######## control_unit ########
control_unit, sizing map:
The bar under the picture is 20 um long.
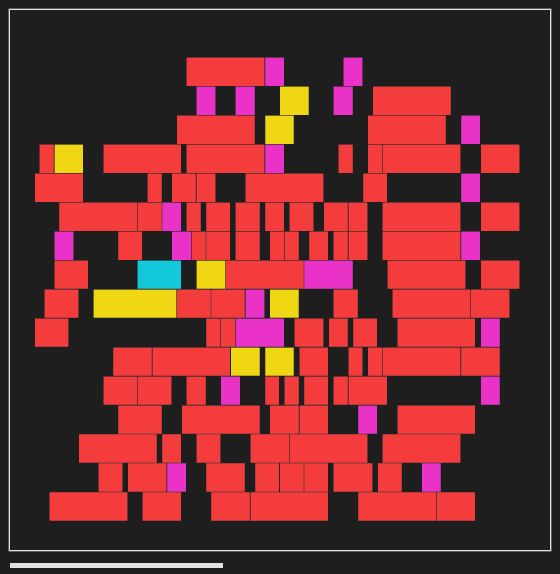
control_unit, the metal 1 layer:
The bar under the picture is 20 um long. Supply wires on this layer in gray.
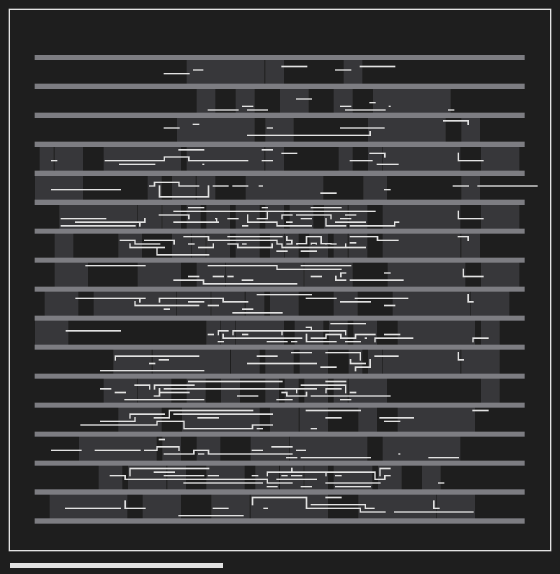
control_unit, routed metal, one color a layer:
Two of the layers only.
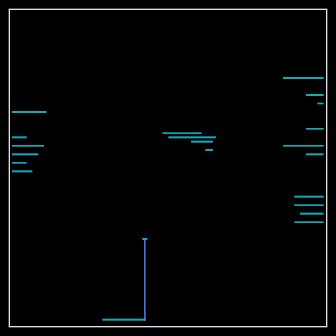
[config.mk]
export PLATFORM = sky130hd
export DESIGN_NAME = control_unit
export DESIGN_NICKNAME = d
export VERILOG_FILES = /design/src/rtl/control_pkg.sv /design/src/rtl/control_decode.sv /design/src/rtl/control_unit.sv
export SDC_FILE = /design/constraint.sdc
export NUM_CORES = 1
export LEC_CHECK = 0
export CORE_MARGIN = 2
export CORE_UTILIZATION = 40
export CTS_CLUSTER_SIZE = 16
export DETAILED_ROUTE_END_ITERATION = 8
export GPL_TIMING_DRIVEN = 0
export PLACE_DENSITY = 0.76
export SLEW_MARGIN = 40
export SYNTH_ARGS = -nofsm -noshare
export SYNTH_HDL_FRONTEND = slang
export SYNTH_SLANG_ARGS = --single-unit
[constraint.sdc]
create_clock -name clk -period 1.2 [get_ports clk]
set_input_delay 0.24 -clock clk [delete_from_list [all_inputs] [get_ports clk]]
set_output_delay 0.24 -clock clk [all_outputs]
set_load 0.02 [all_outputs]
[src/rtl/control_pkg.sv]
// ---------------------------------------------------------------------------
// control_pkg
// Shared definitions for the decode-stage control unit: opcode and function
// code values, field encodings for the datapath control signals, the packed
// control bundle carried from decoder to the ID/EX register, and a helper
// that derives the EX-stage forwardability flag from a bundle.
// Optional feature macro used by the users of this package:
//   CONTROL_HALT_OUT_EN - adds a registered halt output.
// ---------------------------------------------------------------------------
package control_pkg;

  // Opcodes
  localparam logic [3:0] OP_RTYPE = 4'b0000;
  localparam logic [3:0] OP_ANDI  = 4'b0001;
  localparam logic [3:0] OP_ORI   = 4'b0010;
  localparam logic [3:0] OP_BGT   = 4'b0100;
  localparam logic [3:0] OP_BLT   = 4'b0101;
  localparam logic [3:0] OP_BE    = 4'b0110;
  localparam logic [3:0] OP_JMP   = 4'b0111;
  localparam logic [3:0] OP_LBU   = 4'b1010;
  localparam logic [3:0] OP_SB    = 4'b1011;
  localparam logic [3:0] OP_LW    = 4'b1100;
  localparam logic [3:0] OP_SW    = 4'b1101;
  localparam logic [3:0] OP_HALT  = 4'b1111;

  // R-type function codes
  localparam logic [3:0] FN_ADD = 4'b0000;
  localparam logic [3:0] FN_SUB = 4'b0001;
  localparam logic [3:0] FN_MUL = 4'b0100;
  localparam logic [3:0] FN_DIV = 4'b0101;
  localparam logic [3:0] FN_SLL = 4'b1000;
  localparam logic [3:0] FN_SRL = 4'b1001;

  // ALU operation encodings
  localparam logic [2:0] ALU_ADD = 3'b000;
  localparam logic [2:0] ALU_SUB = 3'b001;
  localparam logic [2:0] ALU_AND = 3'b010;
  localparam logic [2:0] ALU_OR  = 3'b011;
  localparam logic [2:0] ALU_MUL = 3'b100;
  localparam logic [2:0] ALU_DIV = 3'b101;
  localparam logic [2:0] ALU_SLL = 3'b110;
  localparam logic [2:0] ALU_SRL = 3'b111;

  // Immediate field select
  localparam logic [1:0] SE_IMM4  = 2'b00;
  localparam logic [1:0] SE_IMM8  = 2'b01;
  localparam logic [1:0] SE_IMM12 = 2'b10;

  // Branch compare select
  localparam logic [1:0] CP_NONE = 2'b00;
  localparam logic [1:0] CP_LT   = 2'b01;
  localparam logic [1:0] CP_GT   = 2'b10;
  localparam logic [1:0] CP_EQ   = 2'b11;

  // Memory access size (shared by memRead and memWrite)
  localparam logic [1:0] MEM_NONE = 2'b00;
  localparam logic [1:0] MEM_BYTE = 2'b01;
  localparam logic [1:0] MEM_WORD = 2'b10;

  // Writeback source
  localparam logic [1:0] WB_ALU = 2'b00;
  localparam logic [1:0] WB_MEM = 2'b01;

  // Control bundle produced by the decoder and held in the ID/EX register
  typedef struct packed {
    logic [2:0] alu_op;
    logic [1:0] se_src;
    logic [1:0] cp_ctrl;
    logic [1:0] mem_write;
    logic [1:0] mem_read;
    logic [1:0] mem_to_reg;
    logic       reg_write;
    logic       se_ctrl;
    logic       alu_src1;
    logic       alu_src4;
    logic       fw_src;
    logic       pc_src;
  } ctrl_t;

  localparam int    CTRL_W   = $bits(ctrl_t);
  // All-zero bundle is the NOP encoding
  localparam ctrl_t CTRL_NOP = ctrl_t'({CTRL_W{1'b0}});

  // A result can be forwarded out of EX only when it is written back and
  // comes from the ALU rather than from memory.
  function automatic logic fw_src_of(input ctrl_t c);
    return c.reg_write & (c.mem_to_reg == WB_ALU);
  endfunction

endpackage

[src/rtl/control_decode.sv]
// ---------------------------------------------------------------------------
// control_decode
// Purely combinational instruction decoder. Maps the opcode / function code
// of the instruction in decode onto the datapath control bundle.
// Ports:
//   op_code_i  [3:0]  instruction opcode
//   fun_code_i [3:0]  function field (used only for R-type)
//   ctrl_o            decoded control bundle (control_pkg::ctrl_t)
//   halt_o            opcode is HALT (only with CONTROL_HALT_OUT_EN)
// Optional feature macro: CONTROL_HALT_OUT_EN.
// ---------------------------------------------------------------------------
module control_decode
  import control_pkg::*;
(
  input  logic [3:0] op_code_i,
  input  logic [3:0] fun_code_i,
  output ctrl_t      ctrl_o
`ifdef CONTROL_HALT_OUT_EN
  ,
  output logic       halt_o
`endif
);

  ctrl_t ctrl_s;

  // Opcode / function code decode; anything unrecognised stays at NOP
  always_comb begin
    ctrl_s = CTRL_NOP;
    case (op_code_i)
      OP_RTYPE: begin
        ctrl_s.reg_write = 1'b1;
        ctrl_s.alu_src4  = 1'b0;
        case (fun_code_i)
          FN_ADD:  ctrl_s.alu_op = ALU_ADD;
          FN_SUB:  ctrl_s.alu_op = ALU_SUB;
          FN_MUL:  ctrl_s.alu_op = ALU_MUL;
          FN_DIV:  ctrl_s.alu_op = ALU_DIV;
          FN_SLL:  ctrl_s.alu_op = ALU_SLL;
          FN_SRL:  ctrl_s.alu_op = ALU_SRL;
          // Unknown function: whole bundle collapses back to NOP
          default: ctrl_s = CTRL_NOP;
        endcase
      end
      OP_ANDI, OP_ORI: begin
        // Logical immediates zero-extend imm8
        ctrl_s.reg_write = 1'b1;
        ctrl_s.alu_op    = (op_code_i == OP_ANDI) ? ALU_AND : ALU_OR;
        ctrl_s.alu_src4  = 1'b1;
        ctrl_s.se_src    = SE_IMM8;
        ctrl_s.se_ctrl   = 1'b0;
      end
      OP_LBU, OP_LW: begin
        ctrl_s.reg_write  = 1'b1;
        ctrl_s.mem_read   = (op_code_i == OP_LBU) ? MEM_BYTE : MEM_WORD;
        ctrl_s.mem_to_reg = WB_MEM;
        ctrl_s.alu_op     = ALU_ADD;
        ctrl_s.alu_src4   = 1'b1;
        ctrl_s.se_src     = SE_IMM4;
        ctrl_s.se_ctrl    = 1'b1;
      end
      OP_SB, OP_SW: begin
        ctrl_s.mem_write = (op_code_i == OP_SB) ? MEM_BYTE : MEM_WORD;
        ctrl_s.alu_op    = ALU_ADD;
        ctrl_s.alu_src4  = 1'b1;
        ctrl_s.se_src    = SE_IMM4;
        ctrl_s.se_ctrl   = 1'b1;
      end
      OP_BLT, OP_BGT, OP_BE: begin
        // Target = PC + sext(imm8), computed on the ALU
        case (op_code_i)
          OP_BLT:  ctrl_s.cp_ctrl = CP_LT;
          OP_BGT:  ctrl_s.cp_ctrl = CP_GT;
          OP_BE:   ctrl_s.cp_ctrl = CP_EQ;
          default: ctrl_s.cp_ctrl = CP_NONE;
        endcase
        ctrl_s.alu_op   = ALU_ADD;
        ctrl_s.alu_src1 = 1'b1;
        ctrl_s.alu_src4 = 1'b1;
        ctrl_s.se_src   = SE_IMM8;
        ctrl_s.se_ctrl  = 1'b1;
      end
      OP_JMP: begin
        ctrl_s.pc_src  = 1'b1;
        ctrl_s.se_src  = SE_IMM12;
        ctrl_s.se_ctrl = 1'b1;
      end
      OP_HALT: ctrl_s = CTRL_NOP;
      default: ctrl_s = CTRL_NOP;
    endcase
    ctrl_s.fw_src = fw_src_of(ctrl_s);
  end

  assign ctrl_o = ctrl_s;

`ifdef CONTROL_HALT_OUT_EN
  assign halt_o = (op_code_i == OP_HALT);
`endif

endmodule

[src/rtl/control_unit.sv]
// ---------------------------------------------------------------------------
// control_unit
// Main decoder between the IF/ID and ID/EX registers. Decodes opCode/funCode
// through control_decode and registers the resulting control signals, plus
// copies of opCode/funCode for the hazard and forwarding logic. One cycle of
// latency, no handshake; synchronous active-high reset clears every output
// to the all-zero NOP encoding and discards the decode in flight.
// Ports:
//   clk, rst                 clock, synchronous active-high reset
//   opCode, funCode [3:0]    instruction fields in decode
//   fw_opCode, fw_funCode    registered copies of the inputs
//   aluOp[2:0] seSrc[1:0] cpCtrl[1:0] memWrite[1:0] memRead[1:0]
//   memToReg[1:0] regWrite seCtrl aluSrc1 aluSrc4 fwSrc pcSrc
//                            registered datapath control
//   halt                     registered HALT flag (CONTROL_HALT_OUT_EN only)
// Optional feature macro: CONTROL_HALT_OUT_EN.
// ---------------------------------------------------------------------------
module control_unit
  import control_pkg::*;
(
  input  logic       clk,
  input  logic       rst,
  input  logic [3:0] opCode,
  input  logic [3:0] funCode,
  output logic [3:0] fw_opCode,
  output logic [3:0] fw_funCode,
  output logic [2:0] aluOp,
  output logic [1:0] seSrc,
  output logic [1:0] cpCtrl,
  output logic [1:0] memWrite,
  output logic [1:0] memRead,
  output logic [1:0] memToReg,
  output logic       regWrite,
  output logic       seCtrl,
  output logic       aluSrc1,
  output logic       aluSrc4,
  output logic       fwSrc,
  output logic       pcSrc
`ifdef CONTROL_HALT_OUT_EN
  ,
  output logic       halt
`endif
);

  ctrl_t      ctrl_d;
  ctrl_t      ctrl_q;
  logic [3:0] fw_op_d;
  logic [3:0] fw_op_q;
  logic [3:0] fw_fun_d;
  logic [3:0] fw_fun_q;

`ifdef CONTROL_HALT_OUT_EN
  logic halt_d;
  logic halt_q;
`endif

  control_decode u_decode (
    .op_code_i  (opCode),
    .fun_code_i (funCode),
    .ctrl_o     (ctrl_d)
`ifdef CONTROL_HALT_OUT_EN
    ,
    .halt_o     (halt_d)
`endif
  );

  // Raw instruction fields pass straight through to the register stage
  always_comb begin
    fw_op_d  = opCode;
    fw_fun_d = funCode;
  end

  // ID/EX control register; reset takes priority over the new decode
  always_ff @(posedge clk) begin
    if (rst) begin
      ctrl_q   <= CTRL_NOP;
      fw_op_q  <= 4'b0000;
      fw_fun_q <= 4'b0000;
    end else begin
      ctrl_q   <= ctrl_d;
      fw_op_q  <= fw_op_d;
      fw_fun_q <= fw_fun_d;
    end
  end

`ifdef CONTROL_HALT_OUT_EN
  // Registered HALT flag, high for the cycle after HALT is sampled
  always_ff @(posedge clk) begin
    if (rst) begin
      halt_q <= 1'b0;
    end else begin
      halt_q <= halt_d;
    end
  end

  assign halt = halt_q;
`endif

  assign fw_opCode  = fw_op_q;
  assign fw_funCode = fw_fun_q;
  assign aluOp      = ctrl_q.alu_op;
  assign seSrc      = ctrl_q.se_src;
  assign cpCtrl     = ctrl_q.cp_ctrl;
  assign memWrite   = ctrl_q.mem_write;
  assign memRead    = ctrl_q.mem_read;
  assign memToReg   = ctrl_q.mem_to_reg;
  assign regWrite   = ctrl_q.reg_write;
  assign seCtrl     = ctrl_q.se_ctrl;
  assign aluSrc1    = ctrl_q.alu_src1;
  assign aluSrc4    = ctrl_q.alu_src4;
  assign fwSrc      = ctrl_q.fw_src;
  assign pcSrc      = ctrl_q.pc_src;

endmodule

==> results.rst <==
Run summary
-----------

.. list-table::
   :header-rows: 1

   * - Metric
     - Value
   * - Hold-fix buffers, CTS
     - 0
   * - Post-synthesis sequential area ratio
     - 0.574
   * - Number of placement rows
     - 16
   * - Internal power of the cells
     - 0.00109 W
   * - Clock-net power
     - 0.000342 W
   * - Result of the run
     - finished, final reports clean
   * - Antenna violations before repair
     - 0
   * - Top FF cell, synth
     - sky130_fd_sc_hd__dfxtp_1
   * - Worst Setup End Kind
     - output port
   * - Met1 GRT Util
     - 0.183
   * - Worst setup slack before clock tree synthesis
     - -488 ps
   * - Total power after layout
     - 0.00144 W
   * - Maximum fanout encountered on the critical timing path
     - 1
   * - Synth Warn #
     - 0
   * - Type of the most critical hold path
     - in2reg
   * - Final instance area
     - 1210 um^2
   * - Combinational cell fraction of total power
     - 0.159
   * - Share of post-route cells with drive strength above 1
     - 0.240
   * - Met2 usage in global routing
     - 0.224
About 'sizing map' of control_unit:
legend:
  _6 and larger:
    color: cyan
    cells: 1
    share: 0.80%
  _0 and _1 cells:
    color: red
    cells: 95
    share: 76%
  _2 cells:
    color: magenta
    cells: 21
    share: 17%
  _3 and _4 cells:
    color: yellow
    cells: 8
    share: 6.4%
synth-to-layout area growth: 39.2%
Non-clock buffers: 42

About 'the metal 1 layer' of control_unit:
share of all routed wire: 44%
main direction: horizontal

About 'routed metal, one color a layer' of control_unit:
legend:
  metal 3:
    color: cyan
    wire_length: 82.8 um
  metal 4:
    color: blue
    wire_length: 12.9 um
Post-Route WL: 1630 um
total via count in the routed design: 698
routed length per instance: 10.7 um
total global routing track utilization: 0.133

worst paths after layout:
check                         start            end  slack, ps  cells after the start
worst max-delay path  fw_funCode[1]  fw_funCode[1]         40                      1
worst min-delay path      opCode[2]   fw_opCode[2]        350                      2
metal layers:
layer | up-vias | share of wire
met5 | - | 0
met2 | 27 | 0.50
li1 | 357 | -
met3 | 2 | 0.050
met4 | 0 | 0.0074
met1 | 312 | 0.44
flip-flops by register name, summed over array words and instances (netlist names), 2 cells and up:
signal and count:
seSrc 2, memWrite 2, memRead 2, fw_opCode 4, cpCtrl 2, fw_funCode 4
aluOp 3

######## dense_layer_sequencer_flat ########
--- src/rtl/dense_layer_sequencer_if.sv ---
// Bus bundle for the dense-layer sequencer: CPU register slave, SDRAM descriptor master
// and accelerator config master, in Avalon-MM style.
interface dense_layer_sequencer_if;
    logic [2:0]  slave_address;
    logic        slave_read;
    logic [31:0] slave_readdata;
    logic        slave_write;
    logic [31:0] slave_writedata;
    logic        slave_waitrequest;

    logic [31:0] mem_address;
    logic        mem_read;
    logic [31:0] mem_readdata;
    logic        mem_waitrequest;

    logic [2:0]  acc_address;
    logic        acc_read;
    logic        acc_write;
    logic [31:0] acc_writedata;
    logic        acc_waitrequest;

    // The sequencer's view: it initiates on mem/acc and answers the CPU.
    modport master (
        input  slave_address, slave_read, slave_write, slave_writedata,
        output slave_readdata, slave_waitrequest,
        output mem_address, mem_read,
        input  mem_readdata, mem_waitrequest,
        output acc_address, acc_read, acc_write, acc_writedata,
        input  acc_waitrequest
    );

    // The system's view: CPU bridge, SDRAM and accelerator.
    modport slave (
        output slave_address, slave_read, slave_write, slave_writedata,
        input  slave_readdata, slave_waitrequest,
        input  mem_address, mem_read,
        output mem_readdata, mem_waitrequest,
        input  acc_address, acc_read, acc_write, acc_writedata,
        output acc_waitrequest
    );
endinterface

--- src/rtl/dense_layer_sequencer.sv ---
// Chains dense-layer runs: per layer fetches a descriptor from SDRAM, programs the
// accelerator config registers, starts it and blocks on its completion read.
module dense_layer_sequencer #(
    parameter int DESC_WORDS = 5,
    parameter int CNT_W      = 8
) (
    input logic                     clk,
    input logic                     reset,
    dense_layer_sequencer_if.master bus
);

    localparam int K_W   = (DESC_WORDS > 1) ? $clog2(DESC_WORDS) : 1;
    localparam int OFF_W = CNT_W + 3;
    localparam logic [K_W-1:0] K_LAST = K_W'(DESC_WORDS - 1);

    typedef enum logic [2:0] {
        IDLE,
        FETCH,
        CFG,
        START,
        WAIT,
        NEXT,
        DONE
    } state_e;

    state_e             state_q;
    logic               busy_q;
    logic               done_q;
    logic [CNT_W-1:0]   layerIdx_q;
    logic [CNT_W-1:0]   count_q;
    logic [31:0]        base_q;
    logic [K_W-1:0]     k_q;
    logic [31:0]        desc_q [DESC_WORDS];

    logic [31:0]        memAddr_q;
    logic               memRead_q;
    logic [2:0]         accAddr_q;
    logic               accRead_q;
    logic               accWrite_q;
    logic [31:0]        accData_q;

    logic [K_W-1:0]     kNext_d;
    logic [CNT_W-1:0]   layerNext_d;
    logic               cpuStart;
    logic               memDone;
    logic               accDone;
    logic [31:0]        rdData;

    function automatic logic [31:0] descAddr(input logic [31:0]      b,
                                             input logic [CNT_W-1:0] idx,
                                             input logic [K_W-1:0]   k);
        logic [OFF_W-1:0] off;
        off = OFF_W'(DESC_WORDS) * OFF_W'(idx);
        return b + 32'(off) + 32'(k);
    endfunction

    assign kNext_d     = k_q + K_W'(1);
    assign layerNext_d = layerIdx_q + CNT_W'(1);
    assign cpuStart    = bus.slave_write && (bus.slave_address == 3'd0);
    assign memDone     = memRead_q && !bus.mem_waitrequest;
    assign accDone     = (accWrite_q || accRead_q) && !bus.acc_waitrequest;

    always_ff @(posedge clk) begin
        if (!reset) begin
            state_q    <= IDLE;
            busy_q     <= 1'b0;
            done_q     <= 1'b0;
            layerIdx_q <= '0;
            count_q    <= '0;
            base_q     <= '0;
            k_q        <= '0;
            memAddr_q  <= '0;
            memRead_q  <= 1'b0;
            accAddr_q  <= '0;
            accRead_q  <= 1'b0;
            accWrite_q <= 1'b0;
            accData_q  <= '0;
            for (int i = 0; i < DESC_WORDS; i++) begin
                desc_q[i] <= '0;
            end
        end else begin
            if (!busy_q && bus.slave_write) begin
                if (bus.slave_address == 3'd1) base_q  <= bus.slave_writedata;
                if (bus.slave_address == 3'd2) count_q <= bus.slave_writedata[CNT_W-1:0];
            end

            case (state_q)
                // DONE lasts one cycle but, being not busy, still accepts a restart.
                IDLE, DONE: begin
                    if (cpuStart) begin
                        layerIdx_q <= '0;
                        k_q        <= '0;
                        if (count_q == '0) begin
                            busy_q  <= 1'b0;
                            done_q  <= 1'b1;
                            state_q <= DONE;
                        end else begin
                            busy_q    <= 1'b1;
                            done_q    <= 1'b0;
                            memRead_q <= 1'b1;
                            memAddr_q <= descAddr(base_q, '0, '0);
                            state_q   <= FETCH;
                        end
                    end else if (state_q == DONE) begin
                        state_q <= IDLE;
                    end
                end
                FETCH: begin
                    if (memDone) begin
                        desc_q[k_q] <= bus.mem_readdata;
                        if (k_q == K_LAST) begin
                            memRead_q  <= 1'b0;
                            k_q        <= '0;
                            accWrite_q <= 1'b1;
                            accAddr_q  <= 3'd1;
                            accData_q  <= (k_q == '0) ? bus.mem_readdata : desc_q[0];
                            state_q    <= CFG;
                        end else begin
                            k_q       <= kNext_d;
                            memAddr_q <= descAddr(base_q, layerIdx_q, kNext_d);
                        end
                    end
                end
                CFG: begin
                    if (accDone) begin
                        if (k_q == K_LAST) begin
                            accAddr_q <= 3'd0;
                            accData_q <= '0;
                            state_q   <= START;
                        end else begin
                            k_q       <= kNext_d;
                            accAddr_q <= 3'(kNext_d) + 3'd1;
                            accData_q <= desc_q[kNext_d];
                        end
                    end
                end
                START: begin
                    if (accDone) begin
                        accWrite_q <= 1'b0;
                        accRead_q  <= 1'b1;
                        state_q    <= WAIT;
                    end
                end
                // The accelerator stalls this read until the layer finishes.
                WAIT: begin
                    if (accDone) begin
                        accRead_q <= 1'b0;
                        state_q   <= NEXT;
                    end
                end
                NEXT: begin
                    layerIdx_q <= layerNext_d;
                    if (layerNext_d == count_q) begin
                        busy_q  <= 1'b0;
                        done_q  <= 1'b1;
                        state_q <= DONE;
                    end else begin
                        k_q       <= '0;
                        memRead_q <= 1'b1;
                        memAddr_q <= descAddr(base_q, layerNext_d, '0);
                        state_q   <= FETCH;
                    end
                end
                default: state_q <= IDLE;
            endcase
        end
    end

    always_comb begin
        rdData = '0;
        if (bus.slave_read) begin
            case (bus.slave_address)
                3'd0:    rdData = {30'b0, done_q, busy_q};
                3'd1:    rdData = base_q;
                3'd2:    rdData = 32'(count_q);
                3'd3:    rdData = 32'(layerIdx_q);
                default: rdData = '0;
            endcase
        end
    end

    assign bus.slave_readdata    = rdData;
    assign bus.slave_waitrequest = 1'b0;
    assign bus.mem_address       = memAddr_q;
    assign bus.mem_read          = memRead_q;
    assign bus.acc_address       = accAddr_q;
    assign bus.acc_read          = accRead_q;
    assign bus.acc_write         = accWrite_q;
    assign bus.acc_writedata     = accData_q;

endmodule

--- src/flat_wrapper.sv ---
// flat-port wrapper written by rule: the top's interface ports become plain ports
module dense_layer_sequencer_flat 
#(
    parameter int DESC_WORDS = 5,
    parameter int CNT_W      = 8
)
  (clk, reset, bus_slave_address, bus_slave_read, bus_slave_write, bus_slave_writedata, bus_slave_readdata, bus_slave_waitrequest, bus_mem_address, bus_mem_read, bus_mem_readdata, bus_mem_waitrequest, bus_acc_address, bus_acc_read, bus_acc_write, bus_acc_writedata, bus_acc_waitrequest);
  dense_layer_sequencer_if bus_i ();
  input logic clk;
  input logic reset;
  input wire logic [$bits(bus_i.slave_address)-1:0] bus_slave_address;
  input wire logic [$bits(bus_i.slave_read)-1:0] bus_slave_read;
  input wire logic [$bits(bus_i.slave_write)-1:0] bus_slave_write;
  input wire logic [$bits(bus_i.slave_writedata)-1:0] bus_slave_writedata;
  output wire logic [$bits(bus_i.slave_readdata)-1:0] bus_slave_readdata;
  output wire logic [$bits(bus_i.slave_waitrequest)-1:0] bus_slave_waitrequest;
  output wire logic [$bits(bus_i.mem_address)-1:0] bus_mem_address;
  output wire logic [$bits(bus_i.mem_read)-1:0] bus_mem_read;
  input wire logic [$bits(bus_i.mem_readdata)-1:0] bus_mem_readdata;
  input wire logic [$bits(bus_i.mem_waitrequest)-1:0] bus_mem_waitrequest;
  output wire logic [$bits(bus_i.acc_address)-1:0] bus_acc_address;
  output wire logic [$bits(bus_i.acc_read)-1:0] bus_acc_read;
  output wire logic [$bits(bus_i.acc_write)-1:0] bus_acc_write;
  output wire logic [$bits(bus_i.acc_writedata)-1:0] bus_acc_writedata;
  input wire logic [$bits(bus_i.acc_waitrequest)-1:0] bus_acc_waitrequest;
  assign bus_i.slave_address = bus_slave_address;
  assign bus_i.slave_read = bus_slave_read;
  assign bus_i.slave_write = bus_slave_write;
  assign bus_i.slave_writedata = bus_slave_writedata;
  assign bus_slave_readdata = bus_i.slave_readdata;
  assign bus_slave_waitrequest = bus_i.slave_waitrequest;
  assign bus_mem_address = bus_i.mem_address;
  assign bus_mem_read = bus_i.mem_read;
  assign bus_i.mem_readdata = bus_mem_readdata;
  assign bus_i.mem_waitrequest = bus_mem_waitrequest;
  assign bus_acc_address = bus_i.acc_address;
  assign bus_acc_read = bus_i.acc_read;
  assign bus_acc_write = bus_i.acc_write;
  assign bus_acc_writedata = bus_i.acc_writedata;
  assign bus_i.acc_waitrequest = bus_acc_waitrequest;
  dense_layer_sequencer #(.DESC_WORDS(DESC_WORDS), .CNT_W(CNT_W)) u_core (.clk(clk), .reset(reset), .bus(bus_i));
endmodule
--- config.mk ---
export PLATFORM = sky130hd
export DESIGN_NAME = dense_layer_sequencer_flat
export DESIGN_NICKNAME = d
export VERILOG_FILES = /design/src/rtl/dense_layer_sequencer_if.sv /design/src/rtl/dense_layer_sequencer.sv /design/src/flat_wrapper.sv
export SDC_FILE = /design/constraint.sdc
export NUM_CORES = 1
export LEC_CHECK = 0
export ABC_AREA = 0
export CAP_MARGIN = 20
export CELL_PAD_IN_SITES_DETAIL_PLACEMENT = 0
export CELL_PAD_IN_SITES_GLOBAL_PLACEMENT = 1
export CORE_MARGIN = 2
export CORE_UTILIZATION = 50
export DETAILED_ROUTE_END_ITERATION = 7
export PLACE_DENSITY_LB_ADDON = 0.1
export SKIP_LAST_GASP = 1
export SYNTH_ARGS = -nofsm -noshare
export SYNTH_HDL_FRONTEND = slang
export SYNTH_SLANG_ARGS = --single-unit
export TNS_END_PERCENT = 100
--- constraint.sdc ---
create_clock -name clk -period 7.45 [get_ports clk]
set_input_delay 1.1175 -clock clk [delete_from_list [all_inputs] [get_ports clk]]
set_output_delay 1.1175 -clock clk [all_outputs]
set_load 0.05 [all_outputs]
==> results.rst <==
Run summary
-----------

.. list-table::
   :header-rows: 1

   * - Metric
     - Value
   * - Result of the run
     - finished, final reports clean
   * - Average cell area after synthesis
     - 11.2 um^2
   * - Non-clock buffer share of cell area
     - 0.0866
   * - Share of post-route cells with drive strength above 1
     - 0.119
   * - Clock distribution area overhead in the final layout
     - 0.0595
   * - Multi-Input Combinational
     - 1213
   * - CP Data Required Time
     - 7910 ps
   * - Total via count in the routed design
     - 14700
   * - Fa+ha+maj area frac
     - 0.0502
   * - Highest-power group
     - registers
   * - Sum of net half-perimeters after detailed placement
     - 34000 um
   * - Setup violators final
     - 0
   * - Clk sinks
     - 382
   * - Buffer count from post-CTS setup fixing
     - 0
   * - Internal power of the cells
     - 0.00365 W
   * - Area share of the largest cell type after synthesis
     - 0.388
   * - Clock tree root buffer cell
     - sky130_fd_sc_hd__clkbuf_16
   * - Reg2Reg Depth
     - 17
   * - Wire length on met1
     - 23700 um
   * - Flip-flops
     - 382
   * - Achievable clock frequency
     - 195 MHz
   * - Portion of total power attributed to sequential cells
     - 0.493
   * - Net count after synthesis
     - 1920
   * - Detail Route met2 WL
     - 27100 um
   * - Setup clock skew after layout
     - 14.5 ps
   * - Synth Warn #
     - 0
   * - Routed length on met3
     - 3430 um
   * - Top FF cell, synth
     - sky130_fd_sc_hd__edfxtp_1
   * - Count of maximum capacitance violations
     - 0
## registers in the layout (all words and copies together), names as in the netlist
| register | flops |
|---|---|
| u_core.bus.mem_address | 32 |
| u_core.state_q | 3 |
| u_core.bus.mem_read | 1 |
| u_core.layerIdx_q | 8 |
| u_core.k_q | 3 |
| u_core.busy_q | 1 |
| u_core.count_q | 8 |
| u_core.bus.acc_address | 3 |
| u_core.base_q | 32 |
| u_core.bus.acc_write | 1 |
| u_core.done_q | 1 |
| u_core.bus.acc_read | 1 |
| u_core.bus.acc_writedata | 32 |
| u_core.desc_q | 256 |
dense_layer_sequencer_flat, layout detail:
The bar under the picture is 10 um long. Region (82, 41) to (122, 81) um. Cells in gray, sequential cells in the stronger gray; small squares are vias.
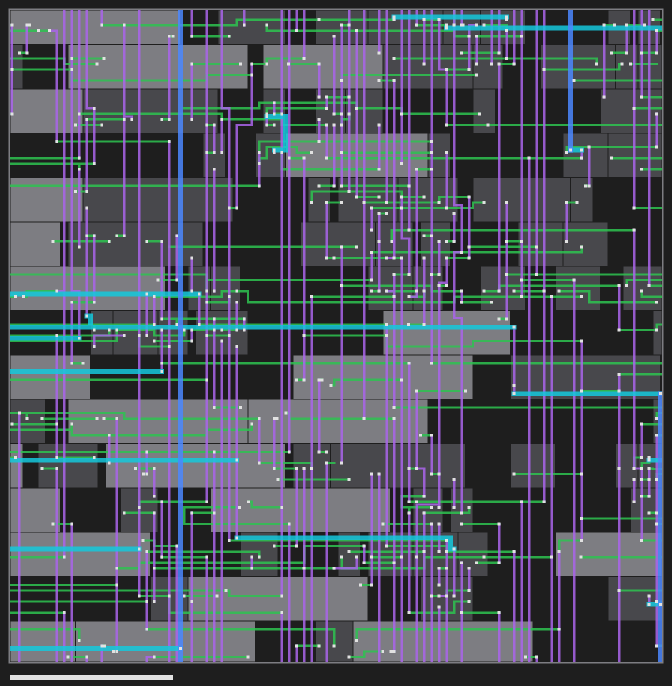
legend:
  metal 3:
    color: cyan
  metal 2:
    color: purple
  metal 1:
    color: green
  metal 4:
    color: blue
cells with their middle in the window: 81
netlist names of flops here include: u_core.desc_q (12), u_core.k_q (3)
most frequent: edfxtp_1 (12), buf_4 (7)
sequential cells in the window: 16

dense_layer_sequencer_flat, the metal 2 layer:
The bar under the picture is 50 um long.
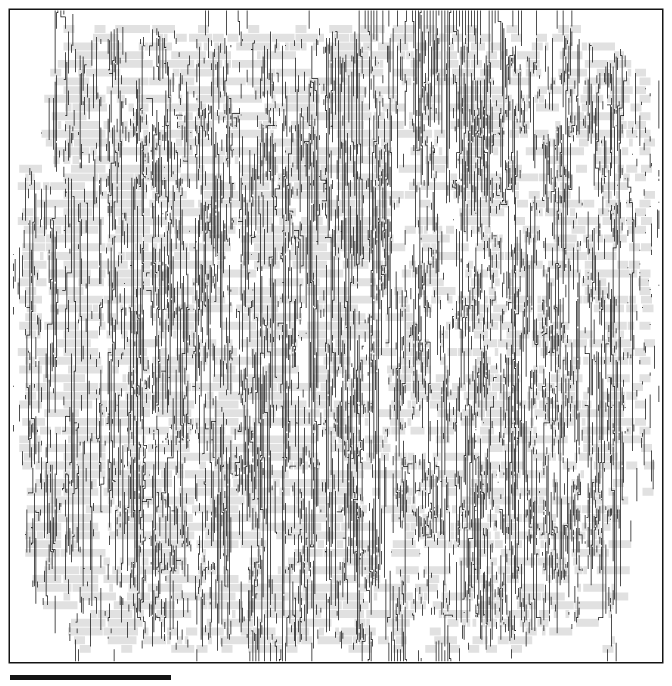
wire length on this layer: 27.1 mm
share of all routed wire: 49%
nets with wire on the layer: 1679
main direction: vertical

dense_layer_sequencer_flat, congestion heat map:
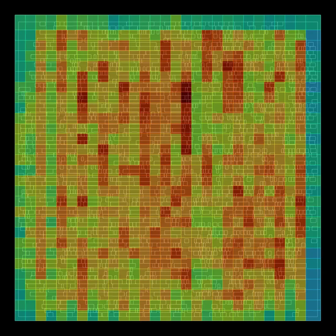
most crowded layer after global routing: met2
routed length per instance: 22.5 um


Power and IR drop assume default switching activity.
